# ---- mul_wb_merge ----
==> config.mk <==
export PLATFORM = sky130hd
export DESIGN_NAME = mul_wb_merge
export DESIGN_NICKNAME = d
export VERILOG_FILES = /design/src/rtl/mul_wb_merge.sv
export SDC_FILE = /design/constraint.sdc
export NUM_CORES = 1
export LEC_CHECK = 0
export ABC_AREA = 1
export CAP_MARGIN = 10
export CELL_PAD_IN_SITES_DETAIL_PLACEMENT = 1
export CELL_PAD_IN_SITES_GLOBAL_PLACEMENT = 2
export CORE_UTILIZATION = 26
export DETAILED_ROUTE_END_ITERATION = 10
export GPL_ROUTABILITY_DRIVEN = 0
export HOLD_SLACK_MARGIN = 0.05
export PLACE_DENSITY = 0.89
export SETUP_SLACK_MARGIN = 0.02
export SYNTH_ARGS = -nofsm -noshare
export SYNTH_HDL_FRONTEND = slang
export SYNTH_SLANG_ARGS = --single-unit
==> constraint.sdc <==
create_clock -name clk -period 5 [get_ports clk]
set_input_delay 0.5 -clock clk [delete_from_list [all_inputs] [get_ports clk]]
set_output_delay 0.5 -clock clk [all_outputs]
set_load 0.05 [all_outputs]
==> src/rtl/mul_wb_merge.sv <==
// mul_wb_merge: merges the non-stallable multiplier writeback with the main
// pipeline writeback onto one register-file write port. Colliding main-pipeline
// writes wait in a 2-entry ordered queue that is forwarded to decode.
module mul_wb_merge #(
  parameter int unsigned DATA_WIDTH = 32,
  parameter int unsigned DEPTH      = 2
) (
  input  logic                  clk,
  input  logic                  rst,
  input  logic                  alu_we,
  input  logic [4:0]            alu_rd,
  input  logic [DATA_WIDTH-1:0] alu_data,
  input  logic                  mul_valid,
  input  logic [4:0]            mul_rd,
  input  logic [DATA_WIDTH-1:0] mul_data,
  input  logic [4:0]            q_rs1,
  input  logic [4:0]            q_rs2,
  output logic                  rf_we,
  output logic [4:0]            rf_rd,
  output logic [DATA_WIDTH-1:0] rf_data,
  output logic                  stall,
  output logic                  fwd1_hit,
  output logic                  fwd2_hit,
  output logic [DATA_WIDTH-1:0] fwd1_data,
  output logic [DATA_WIDTH-1:0] fwd2_data,
  output logic [1:0]            q_count
);

  localparam int unsigned RW    = 5;
  localparam int unsigned CNT_W = 2;

  typedef struct packed {
    logic [RW-1:0]         rd;
    logic [DATA_WIDTH-1:0] data;
  } wb_t;

  // Entry 0 is the head (oldest); entries at index >= cnt_q are don't-care.
  wb_t              ent_q [2];
  wb_t              ent_d [2];
  logic [CNT_W-1:0] cnt_q;
  logic [CNT_W-1:0] cnt_d;

  logic mul_req;
  logic alu_req;
  logic full;
  logic q_nonempty;

  // Effective requests; x0 writes are dropped and ALU input is masked when full.
  always_comb begin
    full       = (cnt_q == CNT_W'(DEPTH));
    q_nonempty = (cnt_q != '0);
    mul_req    = mul_valid && (mul_rd != '0);
    alu_req    = alu_we && (alu_rd != '0) && !full;
  end

  // Register-file port select: multiplier, then queue head, then direct ALU.
  always_comb begin
    rf_we   = 1'b0;
    rf_rd   = '0;
    rf_data = '0;
    if (!rst) begin
      if (mul_req) begin
        rf_we   = 1'b1;
        rf_rd   = mul_rd;
        rf_data = mul_data;
      end else if (q_nonempty) begin
        rf_we   = 1'b1;
        rf_rd   = ent_q[0].rd;
        rf_data = ent_q[0].data;
      end else if (alu_req) begin
        rf_we   = 1'b1;
        rf_rd   = alu_rd;
        rf_data = alu_data;
      end
    end
  end

  // Queue next state: squash/pop, compact toward the head, then append.
  always_comb begin
    logic             keep0;
    logic             keep1;
    logic             enq;
    logic [CNT_W-1:0] n;

    ent_d[0] = ent_q[0];
    ent_d[1] = ent_q[1];
    cnt_d    = cnt_q;

    // Survivors: a multiplier write to the same rd makes a queued entry
    // obsolete; without a multiplier write the head is drained instead.
    keep0 = (cnt_q >= CNT_W'(1)) && !(mul_req && (ent_q[0].rd == mul_rd));
    keep1 = (cnt_q == CNT_W'(2)) && !(mul_req && (ent_q[1].rd == mul_rd));
    if (!mul_req && q_nonempty) begin
      keep0 = 1'b0;
    end

    // Compaction keeps valid entries contiguous from the head.
    if (!keep0) begin
      ent_d[0] = ent_q[1];
    end
    n = CNT_W'(keep0) + CNT_W'(keep1);

    // The ALU write is deferred only when the port is taken this cycle;
    // it lands behind the survivors and is never squashed by this cycle's mul.
    enq = alu_req && (mul_req || q_nonempty);
    if (enq) begin
      if (n == '0) begin
        ent_d[0] = '{rd: alu_rd, data: alu_data};
      end else begin
        ent_d[1] = '{rd: alu_rd, data: alu_data};
      end
      n = n + CNT_W'(1);
    end
    cnt_d = n;
  end

  // Queue state, updated on the falling edge alongside the multiplier stages.
  always_ff @(negedge clk or posedge rst) begin
    if (rst) begin
      ent_q[0] <= '0;
      ent_q[1] <= '0;
      cnt_q    <= '0;
    end else begin
      ent_q[0] <= ent_d[0];
      ent_q[1] <= ent_d[1];
      cnt_q    <= cnt_d;
    end
  end

  // Stall and occupancy; both read zero while reset is asserted.
  always_comb begin
    stall   = full && !rst;
    q_count = rst ? '0 : cnt_q;
  end

  // Decode forwarding: youngest valid match wins, x0 never hits.
  always_comb begin
    logic h10;
    logic h11;
    logic h20;
    logic h21;

    h10 = !rst && (cnt_q >= CNT_W'(1)) && (ent_q[0].rd == q_rs1) && (q_rs1 != '0);
    h11 = !rst && (cnt_q == CNT_W'(2)) && (ent_q[1].rd == q_rs1) && (q_rs1 != '0);
    h20 = !rst && (cnt_q >= CNT_W'(1)) && (ent_q[0].rd == q_rs2) && (q_rs2 != '0);
    h21 = !rst && (cnt_q == CNT_W'(2)) && (ent_q[1].rd == q_rs2) && (q_rs2 != '0);

    fwd1_hit  = h10 || h11;
    fwd2_hit  = h20 || h21;
    fwd1_data = '0;
    fwd2_data = '0;
    if (h11) begin
      fwd1_data = ent_q[1].data;
    end else if (h10) begin
      fwd1_data = ent_q[0].data;
    end
    if (h21) begin
      fwd2_data = ent_q[1].data;
    end else if (h20) begin
      fwd2_data = ent_q[0].data;
    end
  end

endmodule

# ---- lsu_mem_stage ----
**config.mk**
```make
export PLATFORM = sky130hd
export DESIGN_NAME = lsu_mem_stage
export DESIGN_NICKNAME = d
export VERILOG_FILES = /design/src/rtl/lsu_mem_stage.sv
export SDC_FILE = /design/constraint.sdc
export NUM_CORES = 1
export LEC_CHECK = 0
export CAP_MARGIN = 5
export CORE_MARGIN = 3
export CORE_UTILIZATION = 47
export CTS_CLUSTER_SIZE = 10
export DETAILED_ROUTE_END_ITERATION = 16
export GPL_TIMING_DRIVEN = 0
export HOLD_SLACK_MARGIN = 0.08
export PLACE_DENSITY = 0.86
export REMOVE_ABC_BUFFERS = 1
export SETUP_SLACK_MARGIN = 0.4
export SYNTH_ARGS = -nofsm -noshare
export SYNTH_HDL_FRONTEND = slang
export SYNTH_SLANG_ARGS = --single-unit
```
**constraint.sdc**
```tcl
create_clock -name clk -period 5.1 [get_ports clk]
set_clock_uncertainty 0.2 [all_clocks]
set_input_delay 1.02 -clock clk [delete_from_list [all_inputs] [get_ports clk]]
set_output_delay 1.02 -clock clk [all_outputs]
set_load 0.01 [all_outputs]
```
**src/rtl/lsu_mem_stage.sv**
```systemverilog
`timescale 1ns/1ps
// ---------------------------------------------------------------------------
// lsu_mem_stage
//
// Memory-access stage between execute and writeback. Takes one load/store
// per request, checks funct3 legality and alignment, runs a single
// valid/ready transfer on a word-addressed data bus with byte-lane steering,
// and returns exactly one response (extended load data or a fault).
// A bus that never asserts mem_ready is converted into a fault after
// TIMEOUT cycles of mem_valid (TIMEOUT = 0 disables the watchdog).
//
// Ports
//   clk, resetn          clock; synchronous active-low reset
//   req_valid/req_ready  request handshake (ready only while idle)
//   req_store            1 = store, 0 = load
//   req_funct3           RV32I width code
//   req_addr             effective byte address
//   req_wdata            store data (rs2)
//   mem_valid/mem_ready  bus handshake; mem_rdata valid with mem_ready
//   mem_we               write enable
//   mem_addr             word-aligned bus address
//   mem_wstrb            byte write strobes (0000 on loads)
//   mem_wdata            lane-replicated store data
//   mem_rdata            read word
//   rsp_valid            one-cycle response pulse
//   rsp_rdata            extended load value (0 for stores / faults)
//   rsp_fault            misaligned, illegal funct3 or bus timeout
// ---------------------------------------------------------------------------
module lsu_mem_stage #(
    parameter int unsigned TIMEOUT = 16,
    parameter int unsigned CNT_W   = 8
) (
    input  logic        clk,
    input  logic        resetn,

    input  logic        req_valid,
    output logic        req_ready,
    input  logic        req_store,
    input  logic [2:0]  req_funct3,
    input  logic [31:0] req_addr,
    input  logic [31:0] req_wdata,

    output logic        mem_valid,
    input  logic        mem_ready,
    output logic        mem_we,
    output logic [31:0] mem_addr,
    output logic [3:0]  mem_wstrb,
    output logic [31:0] mem_wdata,
    input  logic [31:0] mem_rdata,

    output logic        rsp_valid,
    output logic [31:0] rsp_rdata,
    output logic        rsp_fault
);

    typedef enum logic [1:0] {
        S_IDLE = 2'd0,
        S_BUS  = 2'd1,
        S_RESP = 2'd2
    } state_t;

    localparam logic [CNT_W-1:0] CNT_LAST = CNT_W'(TIMEOUT - 1);
    localparam bit               TO_EN    = (TIMEOUT != 0);

    state_t            state;
    state_t            state_next;

    logic [CNT_W-1:0]  cnt;
    logic [2:0]        funct3_q;
    logic [1:0]        lane_q;

    logic              req_illegal;
    logic [3:0]        req_wstrb;
    logic [31:0]       req_wdata_lanes;
    logic              bus_timeout;
    logic [7:0]        load_byte;
    logic [15:0]       load_half;
    logic [31:0]       load_value;

    assign req_ready = (state == S_IDLE);

    // Watchdog fires on the last permitted cycle without ready; a handshake
    // in the same cycle takes priority in the state logic below.
    assign bus_timeout = TO_EN && (cnt == CNT_LAST) && !mem_ready;

    // ------------------------------------------------------------------
    // Request decode: legality, alignment, store lane steering
    // ------------------------------------------------------------------
    always_comb begin
        req_illegal     = 1'b0;
        req_wstrb       = '0;
        req_wdata_lanes = req_wdata;
        if (req_store) begin
            case (req_funct3)
                3'b000: begin
                    req_wstrb       = 4'b0001 << req_addr[1:0];
                    req_wdata_lanes = {4{req_wdata[7:0]}};
                end
                3'b001: begin
                    req_wstrb       = 4'b0011 << req_addr[1:0];
                    req_wdata_lanes = {2{req_wdata[15:0]}};
                    req_illegal     = req_addr[0];
                end
                3'b010: begin
                    req_wstrb       = 4'b1111;
                    req_illegal     = |req_addr[1:0];
                end
                default: req_illegal = 1'b1;
            endcase
        end else begin
            case (req_funct3)
                3'b000, 3'b100: req_illegal = 1'b0;
                3'b001, 3'b101: req_illegal = req_addr[0];
                3'b010:         req_illegal = |req_addr[1:0];
                default:        req_illegal = 1'b1;
            endcase
        end
    end

    // ------------------------------------------------------------------
    // Load extraction from the registered lane / width
    // ------------------------------------------------------------------
    always_comb begin
        case (lane_q)
            2'd0:    load_byte = mem_rdata[7:0];
            2'd1:    load_byte = mem_rdata[15:8];
            2'd2:    load_byte = mem_rdata[23:16];
            default: load_byte = mem_rdata[31:24];
        endcase
        load_half = lane_q[1] ? mem_rdata[31:16] : mem_rdata[15:0];
        case (funct3_q)
            3'b000:  load_value = {{24{load_byte[7]}}, load_byte};
            3'b001:  load_value = {{16{load_half[15]}}, load_half};
            3'b100:  load_value = {24'd0, load_byte};
            3'b101:  load_value = {16'd0, load_half};
            default: load_value = mem_rdata;
        endcase
    end

    // ------------------------------------------------------------------
    // FSM
    // ------------------------------------------------------------------
    always_ff @(posedge clk) begin
        if (!resetn) begin
            state <= S_IDLE;
        end else begin
            state <= state_next;
        end
    end

    always_comb begin
        state_next = state;
        case (state)
            S_IDLE: begin
                if (req_valid) begin
                    state_next = req_illegal ? S_RESP : S_BUS;
                end
            end
            S_BUS: begin
                if (mem_ready || bus_timeout) begin
                    state_next = S_RESP;
                end
            end
            S_RESP:  state_next = S_IDLE;
            default: state_next = S_IDLE;
        endcase
    end

    // ------------------------------------------------------------------
    // Registered bus and response outputs
    // ------------------------------------------------------------------
    always_ff @(posedge clk) begin
        if (!resetn) begin
            mem_valid <= 1'b0;
            mem_we    <= 1'b0;
            mem_addr  <= '0;
            mem_wstrb <= '0;
            mem_wdata <= '0;
            rsp_valid <= 1'b0;
            rsp_rdata <= '0;
            rsp_fault <= 1'b0;
            cnt       <= '0;
            funct3_q  <= '0;
            lane_q    <= '0;
        end else begin
            rsp_valid <= 1'b0;
            case (state)
                S_IDLE: begin
                    if (req_valid) begin
                        funct3_q <= req_funct3;
                        lane_q   <= req_addr[1:0];
                        cnt      <= '0;
                        if (req_illegal) begin
                            // Fault without touching the bus
                            rsp_valid <= 1'b1;
                            rsp_fault <= 1'b1;
                            rsp_rdata <= '0;
                        end else begin
                            mem_valid <= 1'b1;
                            mem_we    <= req_store;
                            mem_addr  <= {req_addr[31:2], 2'b00};
                            mem_wstrb <= req_store ? req_wstrb : 4'b0000;
                            mem_wdata <= req_wdata_lanes;
                        end
                    end
                end
                S_BUS: begin
                    if (mem_ready) begin
                        mem_valid <= 1'b0;
                        mem_we    <= 1'b0;
                        mem_wstrb <= '0;
                        rsp_valid <= 1'b1;
                        rsp_fault <= 1'b0;
                        rsp_rdata <= mem_we ? 32'd0 : load_value;
                    end else if (bus_timeout) begin
                        mem_valid <= 1'b0;
                        mem_we    <= 1'b0;
                        mem_wstrb <= '0;
                        rsp_valid <= 1'b1;
                        rsp_fault <= 1'b1;
                        rsp_rdata <= '0;
                    end else begin
                        cnt <= cnt + 1'b1;
                    end
                end
                default: ;
            endcase
        end
    end

endmodule

```

==> screenshots <==
Routed metal, one colour a layer.
Two of the layers only.
shot_01.png
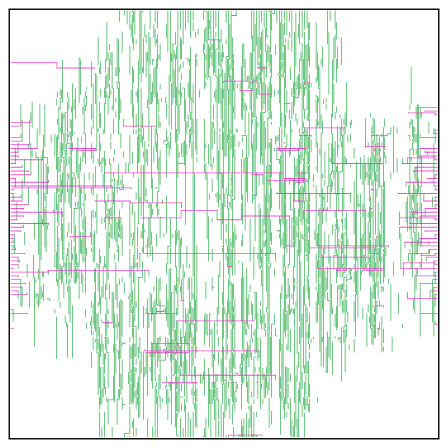
shot_02.png
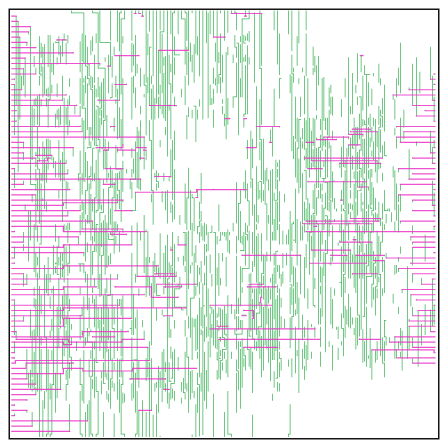
shot_02.png: lsu_mem_stage
shot_01.png: mul_wb_merge
- most wire: shot_01.png

### Routing congestion, lsu_mem_stage

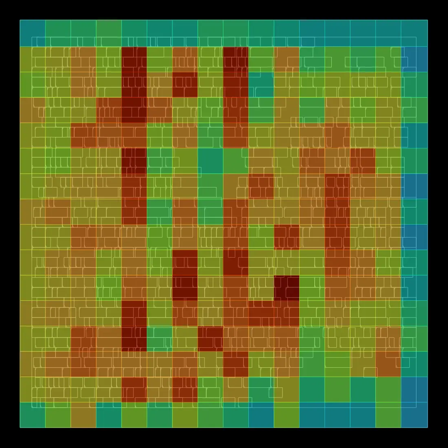
met3 Use GR: 0.116
Tot GR Track Use: 0.276
average wire per standard cell: 18.1 um
grt met1 use: 0.302
Most Crowded Layer GR: met2

### Signal wires on met1, lsu_mem_stage

The bar under the picture is 20 um long. Supply wires on this layer in grey. Cells faint in the background.
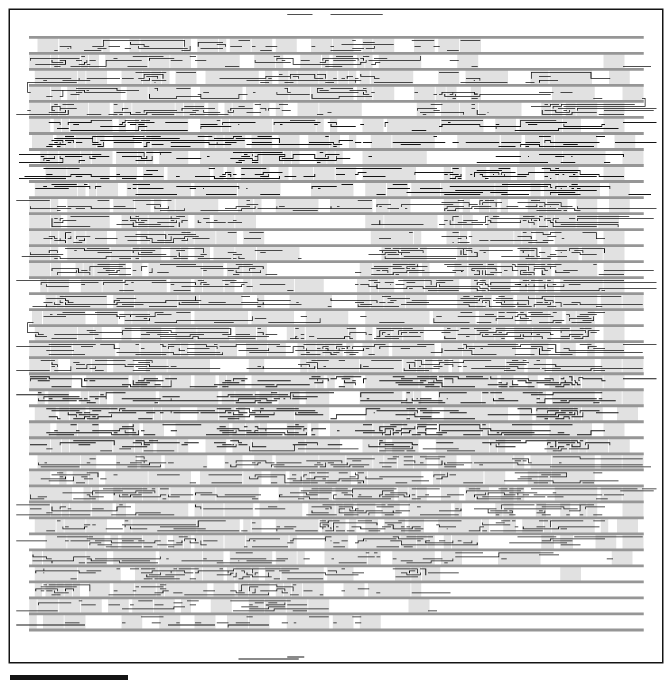
The wires run mostly horizontal. 784 nets have wire on it. The layer holds 37% of the routed length.
routed vias: 5,516
drt total wl: 17,300 um

==> flow_metrics.env, lsu_mem_stage <==
# source this file to load flow results
export IMPL_place_congestion=0.846
export IMPL_lay_top_count="clkdlybuf4s50_1"
export IMPL_reg2reg_from="state[1]$_SDFFE_PN0P_"
export IMPL_hold_viol_final=0
export IMPL_status="complete, no violations"
export IMPL_endpoint_kind="flip-flop"
export IMPL_die_area_um2=12300
export IMPL_met2_usage=0.472
export IMPL_fin_crit_ns=3.63
export IMPL_hold_buffers=0
export IMPL_netlist_cell_type_count=56
export IMPL_crit_cells=6
export IMPL_drive_gt1_frac=0.0648
export IMPL_crit_chain="clkdlybuf4s50_1, or4_4, a21oi_4, buf_16, o211ai_1, a21oi_1"
export IMPL_io_buffers=206
export IMPL_rrSetupSlack_ns=2.39
export IMPL_clkLatencyLatePin_ns=0.51
export IMPL_critPathMaxFanout=36
export IMPL_crit_type="input pin to flip-flop"
export IMPL_dpl_cell_area_um2=7270
export IMPL_layout_setup_ws_ns=1.47
export IMPL_hold_class="flip-flop to flip-flop"
export IMPL_holdCritStartpoint="mem_wdata[2]$_SDFFE_PN0P_"
lsu_mem_stage: logic make-up after synthesis:
| kind of cell | after synthesis | share of synthesized area |
|---|---|---|
| AND/OR/NAND/NOR | 220 | 0.194 |
| AND-OR/OR-AND | 203 | 0.255 |
| flip-flops | 117 | 0.454 |
| buffers and inverters | 60 | 0.0493 |
| multiplexers | 20 | 0.0388 |
| XOR/XNOR | 3 | 0.00510 |
| adder cells (fa/ha/maj) | 1 | 0.00243 |
| other | 1 | 0.000727 |
lsu_mem_stage: power breakdown:
group,switching (mW),internal (mW),total [mW]
sequential,0.0317,0.953,0.984
clock,0.433,0.881,1.31
combinational,0.179,0.191,0.371
lsu_mem_stage: state kept, by name, summed over array words and instances (netlist names):
signal,flops
mem_addr,30
lane_q,2
funct3_q,3
mem_valid,1
cnt,8
rsp_valid,1
mem_wdata,32
rsp_rdata,32
mem_we,1
state,2
mem_wstrb,4
rsp_fault,1
lsu_mem_stage: final cells by class:
cell class	count	area, um^2
multi-input combinational	449	2580
fill	738	2580
tap	136	170
inverter	9	33.8
clock inverter	12	200
clock buffer	20	455
sequential	117	2340
timing repair buffer	211	2150
### Signal wires on met1, mul_wb_merge

The bar under the picture is 50 um long. Supply wires on this layer in grey. Cells faint in the background.
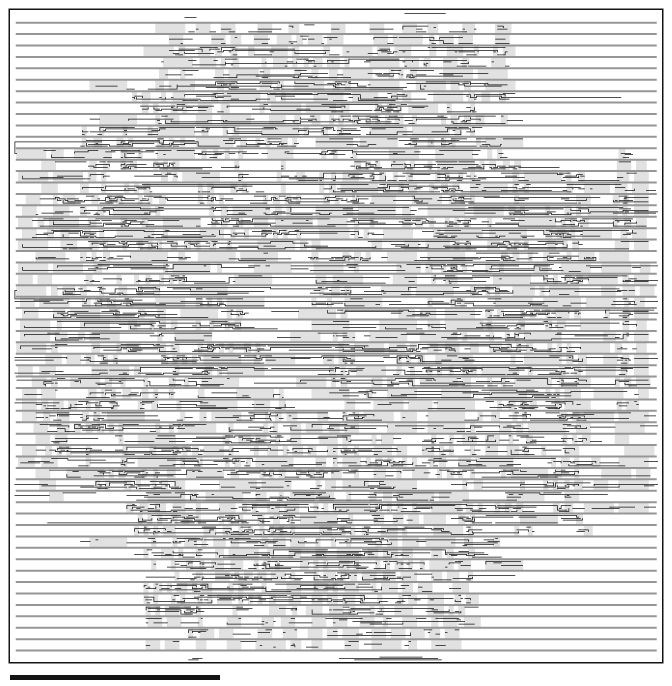
The longest straight run is 53.8 um. The wires run mostly horizontal. The layer holds 44% of the routed length. The layer carries 13,000 um of wire.

==> flow_metrics.env, mul_wb_merge <==
# source this file to load flow results
export IMPL_status="finished with violations"
export IMPL_post_cts_setup_buffers=13
export IMPL_critPathMaxFanout=8
export IMPL_peakVddDrop_mv=0.170
export IMPL_ys_sh_aoi=0.135
export IMPL_die_x_um=155
export IMPL_grt_setup_unrepaired="yes"
export IMPL_seq_cell_share=0.182
export IMPL_dp_cells=1444
export IMPL_synthesis_nets=1054
export IMPL_flop_count=76
export IMPL_wirelength_um=29600
export IMPL_maxSlewViolCount=0
export IMPL_dp_hpwl_um=18700
export IMPL_grt_overflow=0
export IMPL_fp_util=0.268
export IMPL_ys_sh_mux=0
export IMPL_topCellsByArea="dfrtn_1, nand2_1, nand3_1, a21oi_1, inv_1"
export IMPL_reg2reg_depth=11
export IMPL_top_area_frac=0.311
export IMPL_mostFrequentLayoutCells="nand2_1, nand3_1, inv_1"
export IMPL_antenna_cells=0
export IMPL_fin_util=0.457
export IMPL_violations="negative setup slack"
export IMPL_cap_violations=0
export IMPL_grt_start_max_net_pins=40
export IMPL_drive_gt1_frac=0.300
export IMPL_setup_violations=65
export IMPL_layout_setup_ws_ns=-0.170
export IMPL_largest_class="logic gates"
export IMPL_critical_path_buf_inv_count=3
export IMPL_pre_cts_ws_ns=-0.221
export IMPL_cp_arrival_ns=4.67
export IMPL_crit_top_cell="buf_12"
export IMPL_tns_ns=-7.23
export IMPL_num_rows=55
export IMPL_grt_first_pass_wirelength_um=42200
export IMPL_synth_most_common_cell="nand2_1"
export IMPL_io_buffers=194
export IMPL_common_cells="nand2_1, nand3_1, inv_1"
-- mul_wb_merge: final timing paths --
kind | from | to | slack (ns)
max | ent_q[73]$_DFF_NP0_ | fwd2_data[0] | -0.17
min | ent_q[3]$_DFFE_NP0P_ | ent_q[3]$_DFFE_NP0P_ | 0.53
max reg2reg | cnt_q[1]$_DFF_NP0_ | ent_q[14]$_DFFE_NP0P_ | 2.89
min reg2reg | ent_q[3]$_DFFE_NP0P_ | ent_q[3]$_DFFE_NP0P_ | 0.53
max in group asynchronous | rst | ent_q[52]$_DFF_NP0_ | 1.32
min in group asynchronous | rst | ent_q[73]$_DFF_NP0_ | 3.04
-- mul_wb_merge: power breakdown --
group	internal [mW]	switching, mW
sequential	0.938	0.352
combinational	0.926	1.53
clock	0.350	0.266
total	2.21	2.15
-- mul_wb_merge: layer usage --
layer | up-vias | GRT usage | wire length [um]
met4 | 0 | 0.0560 | 664
met3 | 43 | 0.0290 | 1380
met5 | - | 0 | 0
met1 | 3710 | 0.292 | 13000
li1 | 3497 | - | -
met2 | 224 | 0.387 | 14600
-- mul_wb_merge: flip-flops by register name, indices dropped and copies added (netlist names) --
register and cells:
ent_q 74, cnt_q 2

# ---- mac_seq ----
$ cat src/rtl/mac_pkg.sv
// Constants and FSM encoding shared by the mac datapath and its dot-product sequencer.
package mac_pkg;

  localparam int MAC_DATA_W    = 8;
  localparam int MAC_ACC_W     = 20;
  localparam int SEQ_LEN_W     = 8;
  localparam int SEQ_DRAIN_CYC = 2;

  typedef enum logic [2:0] {
    ST_IDLE  = 3'd0,
    ST_CLR   = 3'd1,
    ST_RUN   = 3'd2,
    ST_DRAIN = 3'd3,
    ST_OUT   = 3'd4
  } seq_state_t;

endpackage

$ cat src/rtl/mac_seq_cnt.sv
// Loadable down-counter; shared between the job term count and the pipeline drain wait.
module mac_seq_cnt #(
  parameter int W = 8
) (
  input  logic         clk,
  input  logic         rst,
  input  logic         load,
  input  logic [W-1:0] load_val,
  input  logic         dec,
  output logic         zero,
  output logic         last
);

  logic [W-1:0] count;

  always_ff @(posedge clk) begin
    if (rst) begin
      count <= '0;
    end else if (load) begin
      count <= load_val;
    end else if (dec && (count != '0)) begin
      count <= count - W'(1);
    end
  end

  assign zero = (count == '0);
  assign last = (count == W'(1));

endmodule

$ cat src/rtl/mac_seq.sv
// Dot-product sequencer: clears the mac, streams operand pairs into it, waits out the
// DSP/psum pipeline and hands the final accumulation to a valid/ready result port.
module mac_seq
  import mac_pkg::*;
#(
  parameter int DATA_W    = MAC_DATA_W,
  parameter int ACC_W     = MAC_ACC_W,
  parameter int LEN_W     = SEQ_LEN_W,
  parameter int DRAIN_CYC = SEQ_DRAIN_CYC
) (
  input  logic              clk,
  input  logic              rst,
  input  logic              start,
  input  logic [LEN_W-1:0]  cfg_len,
  output logic              busy,
  input  logic              s_valid,
  output logic              s_ready,
  input  logic [DATA_W-1:0] s_a,
  input  logic [DATA_W-1:0] s_b,
  output logic [DATA_W-1:0] mac_a,
  output logic [DATA_W-1:0] mac_b,
  output logic              mac_sclr,
  input  logic [ACC_W-1:0]  mac_acc,
  output logic              m_valid,
  input  logic              m_ready,
  output logic [ACC_W-1:0]  m_result
);

  // The drain counter expires on its last count, so DRAIN lasts exactly DRAIN_CYC+1 cycles.
  localparam logic [LEN_W-1:0] DRAIN_LOAD = LEN_W'(DRAIN_CYC + 1);

  seq_state_t       state;
  seq_state_t       state_nxt;
  logic             hs;
  logic             cnt_load;
  logic [LEN_W-1:0] cnt_val;
  logic             cnt_dec;
  logic             cnt_zero;
  logic             cnt_last;
  logic             capture;

  assign s_ready = (state == ST_RUN);
  assign busy    = (state != ST_IDLE);
  assign m_valid = (state == ST_OUT);
  assign hs      = s_valid && s_ready;

  mac_seq_cnt #(
    .W(LEN_W)
  ) u_cnt (
    .clk      (clk),
    .rst      (rst),
    .load     (cnt_load),
    .load_val (cnt_val),
    .dec      (cnt_dec),
    .zero     (cnt_zero),
    .last     (cnt_last)
  );

  always_ff @(posedge clk) begin
    if (rst) begin
      state <= ST_IDLE;
    end else begin
      state <= state_nxt;
    end
  end

  always_comb begin
    state_nxt = state;
    cnt_load  = 1'b0;
    cnt_val   = '0;
    cnt_dec   = 1'b0;
    capture   = 1'b0;
    case (state)
      ST_IDLE: begin
        if (start) begin
          cnt_load  = 1'b1;
          cnt_val   = cfg_len;
          state_nxt = ST_CLR;
        end
      end
      ST_CLR: begin
        if (cnt_zero) begin
          cnt_load  = 1'b1;
          cnt_val   = DRAIN_LOAD;
          state_nxt = ST_DRAIN;
        end else begin
          state_nxt = ST_RUN;
        end
      end
      ST_RUN: begin
        if (hs) begin
          if (cnt_last) begin
            cnt_load  = 1'b1;
            cnt_val   = DRAIN_LOAD;
            state_nxt = ST_DRAIN;
          end else begin
            cnt_dec = 1'b1;
          end
        end
      end
      ST_DRAIN: begin
        if (cnt_last) begin
          capture   = 1'b1;
          state_nxt = ST_OUT;
        end else begin
          cnt_dec = 1'b1;
        end
      end
      ST_OUT: begin
        if (m_ready) begin
          state_nxt = ST_IDLE;
        end
      end
      default: begin
        state_nxt = ST_IDLE;
      end
    endcase
  end

  // Non-handshake cycles feed zeros, so bubbles add nothing to the running psum.
  always_ff @(posedge clk) begin
    if (rst) begin
      mac_a    <= '0;
      mac_b    <= '0;
      mac_sclr <= 1'b1;
      m_result <= '0;
    end else begin
      mac_a    <= hs ? s_a : '0;
      mac_b    <= hs ? s_b : '0;
      mac_sclr <= (state == ST_CLR);
      if (capture) begin
        m_result <= mac_acc;
      end
    end
  end

endmodule

$ cat config.mk
export PLATFORM = sky130hd
export DESIGN_NAME = mac_seq
export DESIGN_NICKNAME = d
export VERILOG_FILES = /design/src/rtl/mac_pkg.sv /design/src/rtl/mac_seq_cnt.sv /design/src/rtl/mac_seq.sv
export SDC_FILE = /design/constraint.sdc
export NUM_CORES = 1
export LEC_CHECK = 0
export CAP_MARGIN = 10
export CORE_MARGIN = 10
export CORE_UTILIZATION = 46
export CTS_CLUSTER_SIZE = 30
export DETAILED_ROUTE_END_ITERATION = 8
export DONT_BUFFER_PORTS = 1
export GPL_TIMING_DRIVEN = 0
export PLACE_DENSITY = 0.62
export SYNTH_ARGS = -nofsm -noshare
export SYNTH_HDL_FRONTEND = slang
export SYNTH_SLANG_ARGS = --single-unit
$ cat constraint.sdc
create_clock -name clk -period 2.84 [get_ports clk]
set_input_delay 0.284 -clock clk [delete_from_list [all_inputs] [get_ports clk]]
set_output_delay 0.284 -clock clk [all_outputs]
set_load 0.05 [all_outputs]
### Routed metal, one colour a layer, mac_seq

Two of the layers only.
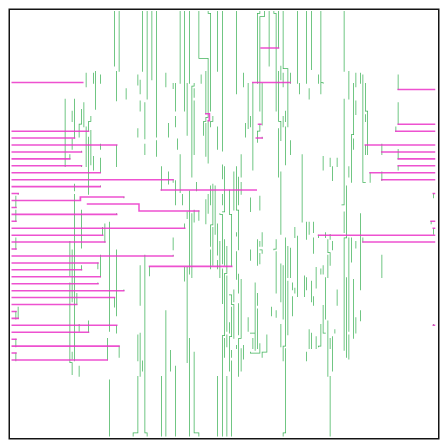
Green shows M2, wire length 2,000 um. Magenta shows M3, wire length 704 um.

==> flow_metrics.env <==
# source this file to load flow results
export IMPL_ys_sh_mux=0.0106
export IMPL_finalCritPeriodShare=0.750
export IMPL_root_buffer="clkbuf_8"
export IMPL_grt_pass1_vias=1561
export IMPL_holdCritStartpoint="cfg_len[7]"
export IMPL_slowest_delay_ns=0.62
export IMPL_endpoint="u_cnt.count[2]$_SDFFE_PP0P_"
export IMPL_htreeDepth=2
export IMPL_cts_buffers=5
export IMPL_status="complete, no violations"
export IMPL_antenna_found_initial=0
export IMPL_yosysCellCount=216
export IMPL_ant_nets=0
export IMPL_crit_required_ns=3.05
export IMPL_cts_resized=0
export IMPL_dpl_cell_area_um2=1940
export IMPL_ys_top_logic_family="simple AND/OR/NAND/NOR gates"
export IMPL_syn_avg_cell_area_um2=8.71
export IMPL_drt_iter0_markers=111
export IMPL_hold_buffers=0
export IMPL_crit_cells=6
### Signal wires on met1, mac_seq

The bar under the picture is 20 um long. Supply wires on this layer in grey. Cells faint in the background.
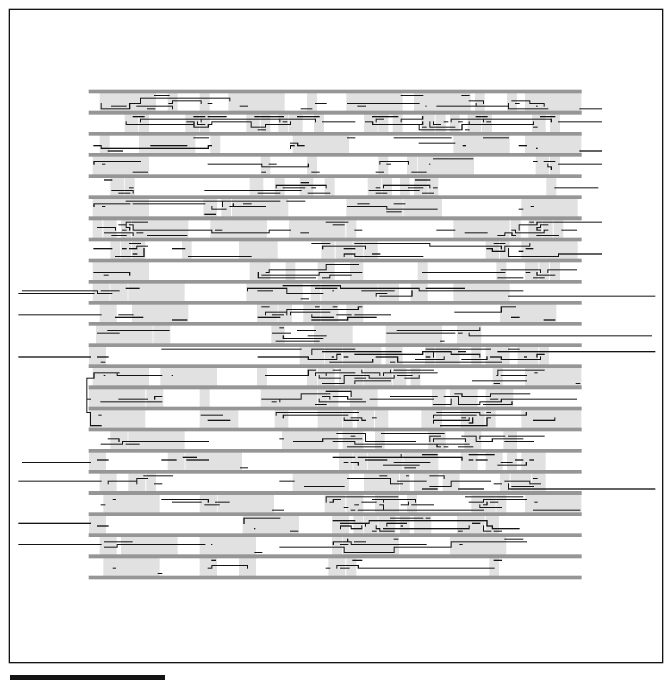
The longest straight run is 23.5 um. 230 nets have wire on it. The layer carries 1,830 um of wire.
drt total wl: 4580 um
routed vias: 1,430
grt met1 use: 0.139

## placed cells by master, fill, tap and decap left out, drive strengths merged, types with 6 or more instances in the layout
cell    count
inv         6
nor2       13
nand2      44
dfxtp      48
a21oi      24
and2       20
clkbuf     14
## area by class of cell
class                           instances  area share
Sequential cell                        48       0.474
Tap cell                               50      0.0308
Buffer                                 10      0.0204
Inverter                                6      0.0111
Clock buffer                            7      0.0376
Multi-Input combinational cell        152       0.422
Clock inverter                          1     0.00432
## power by group
group | leakage (nW) | internal (mW) | switching, mW | total, mW
combinational | 0.338 | 0.105 | 0.162 | 0.267
clock | 0.0424 | 0.176 | 0.218 | 0.394
sequential | 0.389 | 0.707 | 0.0673 | 0.774
total | 0.770 | 0.988 | 0.448 | 1.44
## registers in the layout, indices dropped and copies added (netlist names)
signal	flops
mac_sclr	1
u_cnt.count	8
state	3
mac_b	8
m_result	20
mac_a	8
## metal layers
metal  track usage  part of all wire  up-vias
met4        0.0411             0.011        0
li1              -                 -      737
met1         0.139              0.40      626
met5             0                 0        -
met3        0.0977              0.15        6
met2         0.191              0.44       61


==> layout pictures side by side <==
I/O nets highlighted.
picture 1
The bar under the picture is 20 um long.
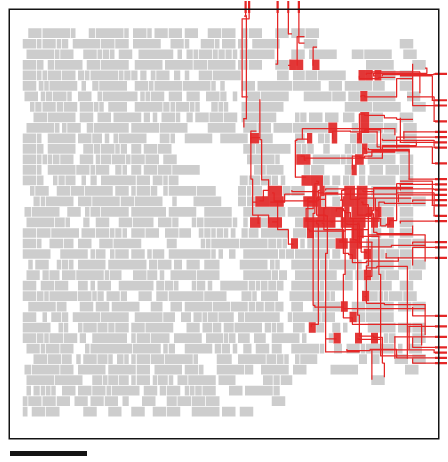
picture 2
The bar under the picture is 20 um long.
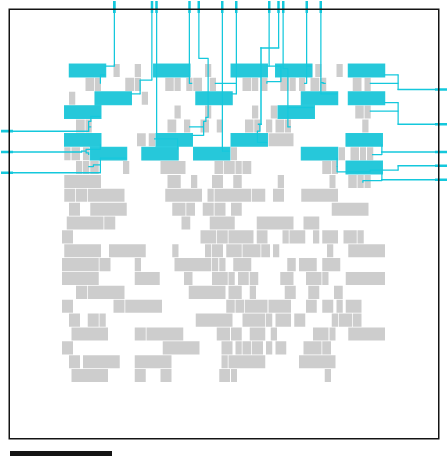
picture 3
The bar under the picture is 50 um long.
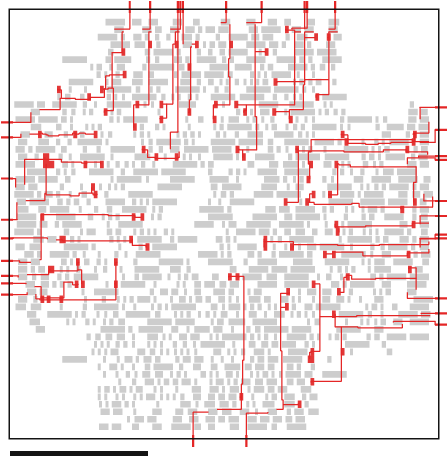
| picture | from |
|---|---|
| picture 2 | mac_seq |
| picture 1 | lsu_mem_stage |
| picture 3 | mul_wb_merge |
Of these, smallest die: picture 2
Of these, largest die: picture 3

Key to picture 1:
Red shows `mem_rdata`, direction input, end cells 64, buffers 32, wire 1,570 um.

No activity file was given, so power comes from the tool's default toggle rates.
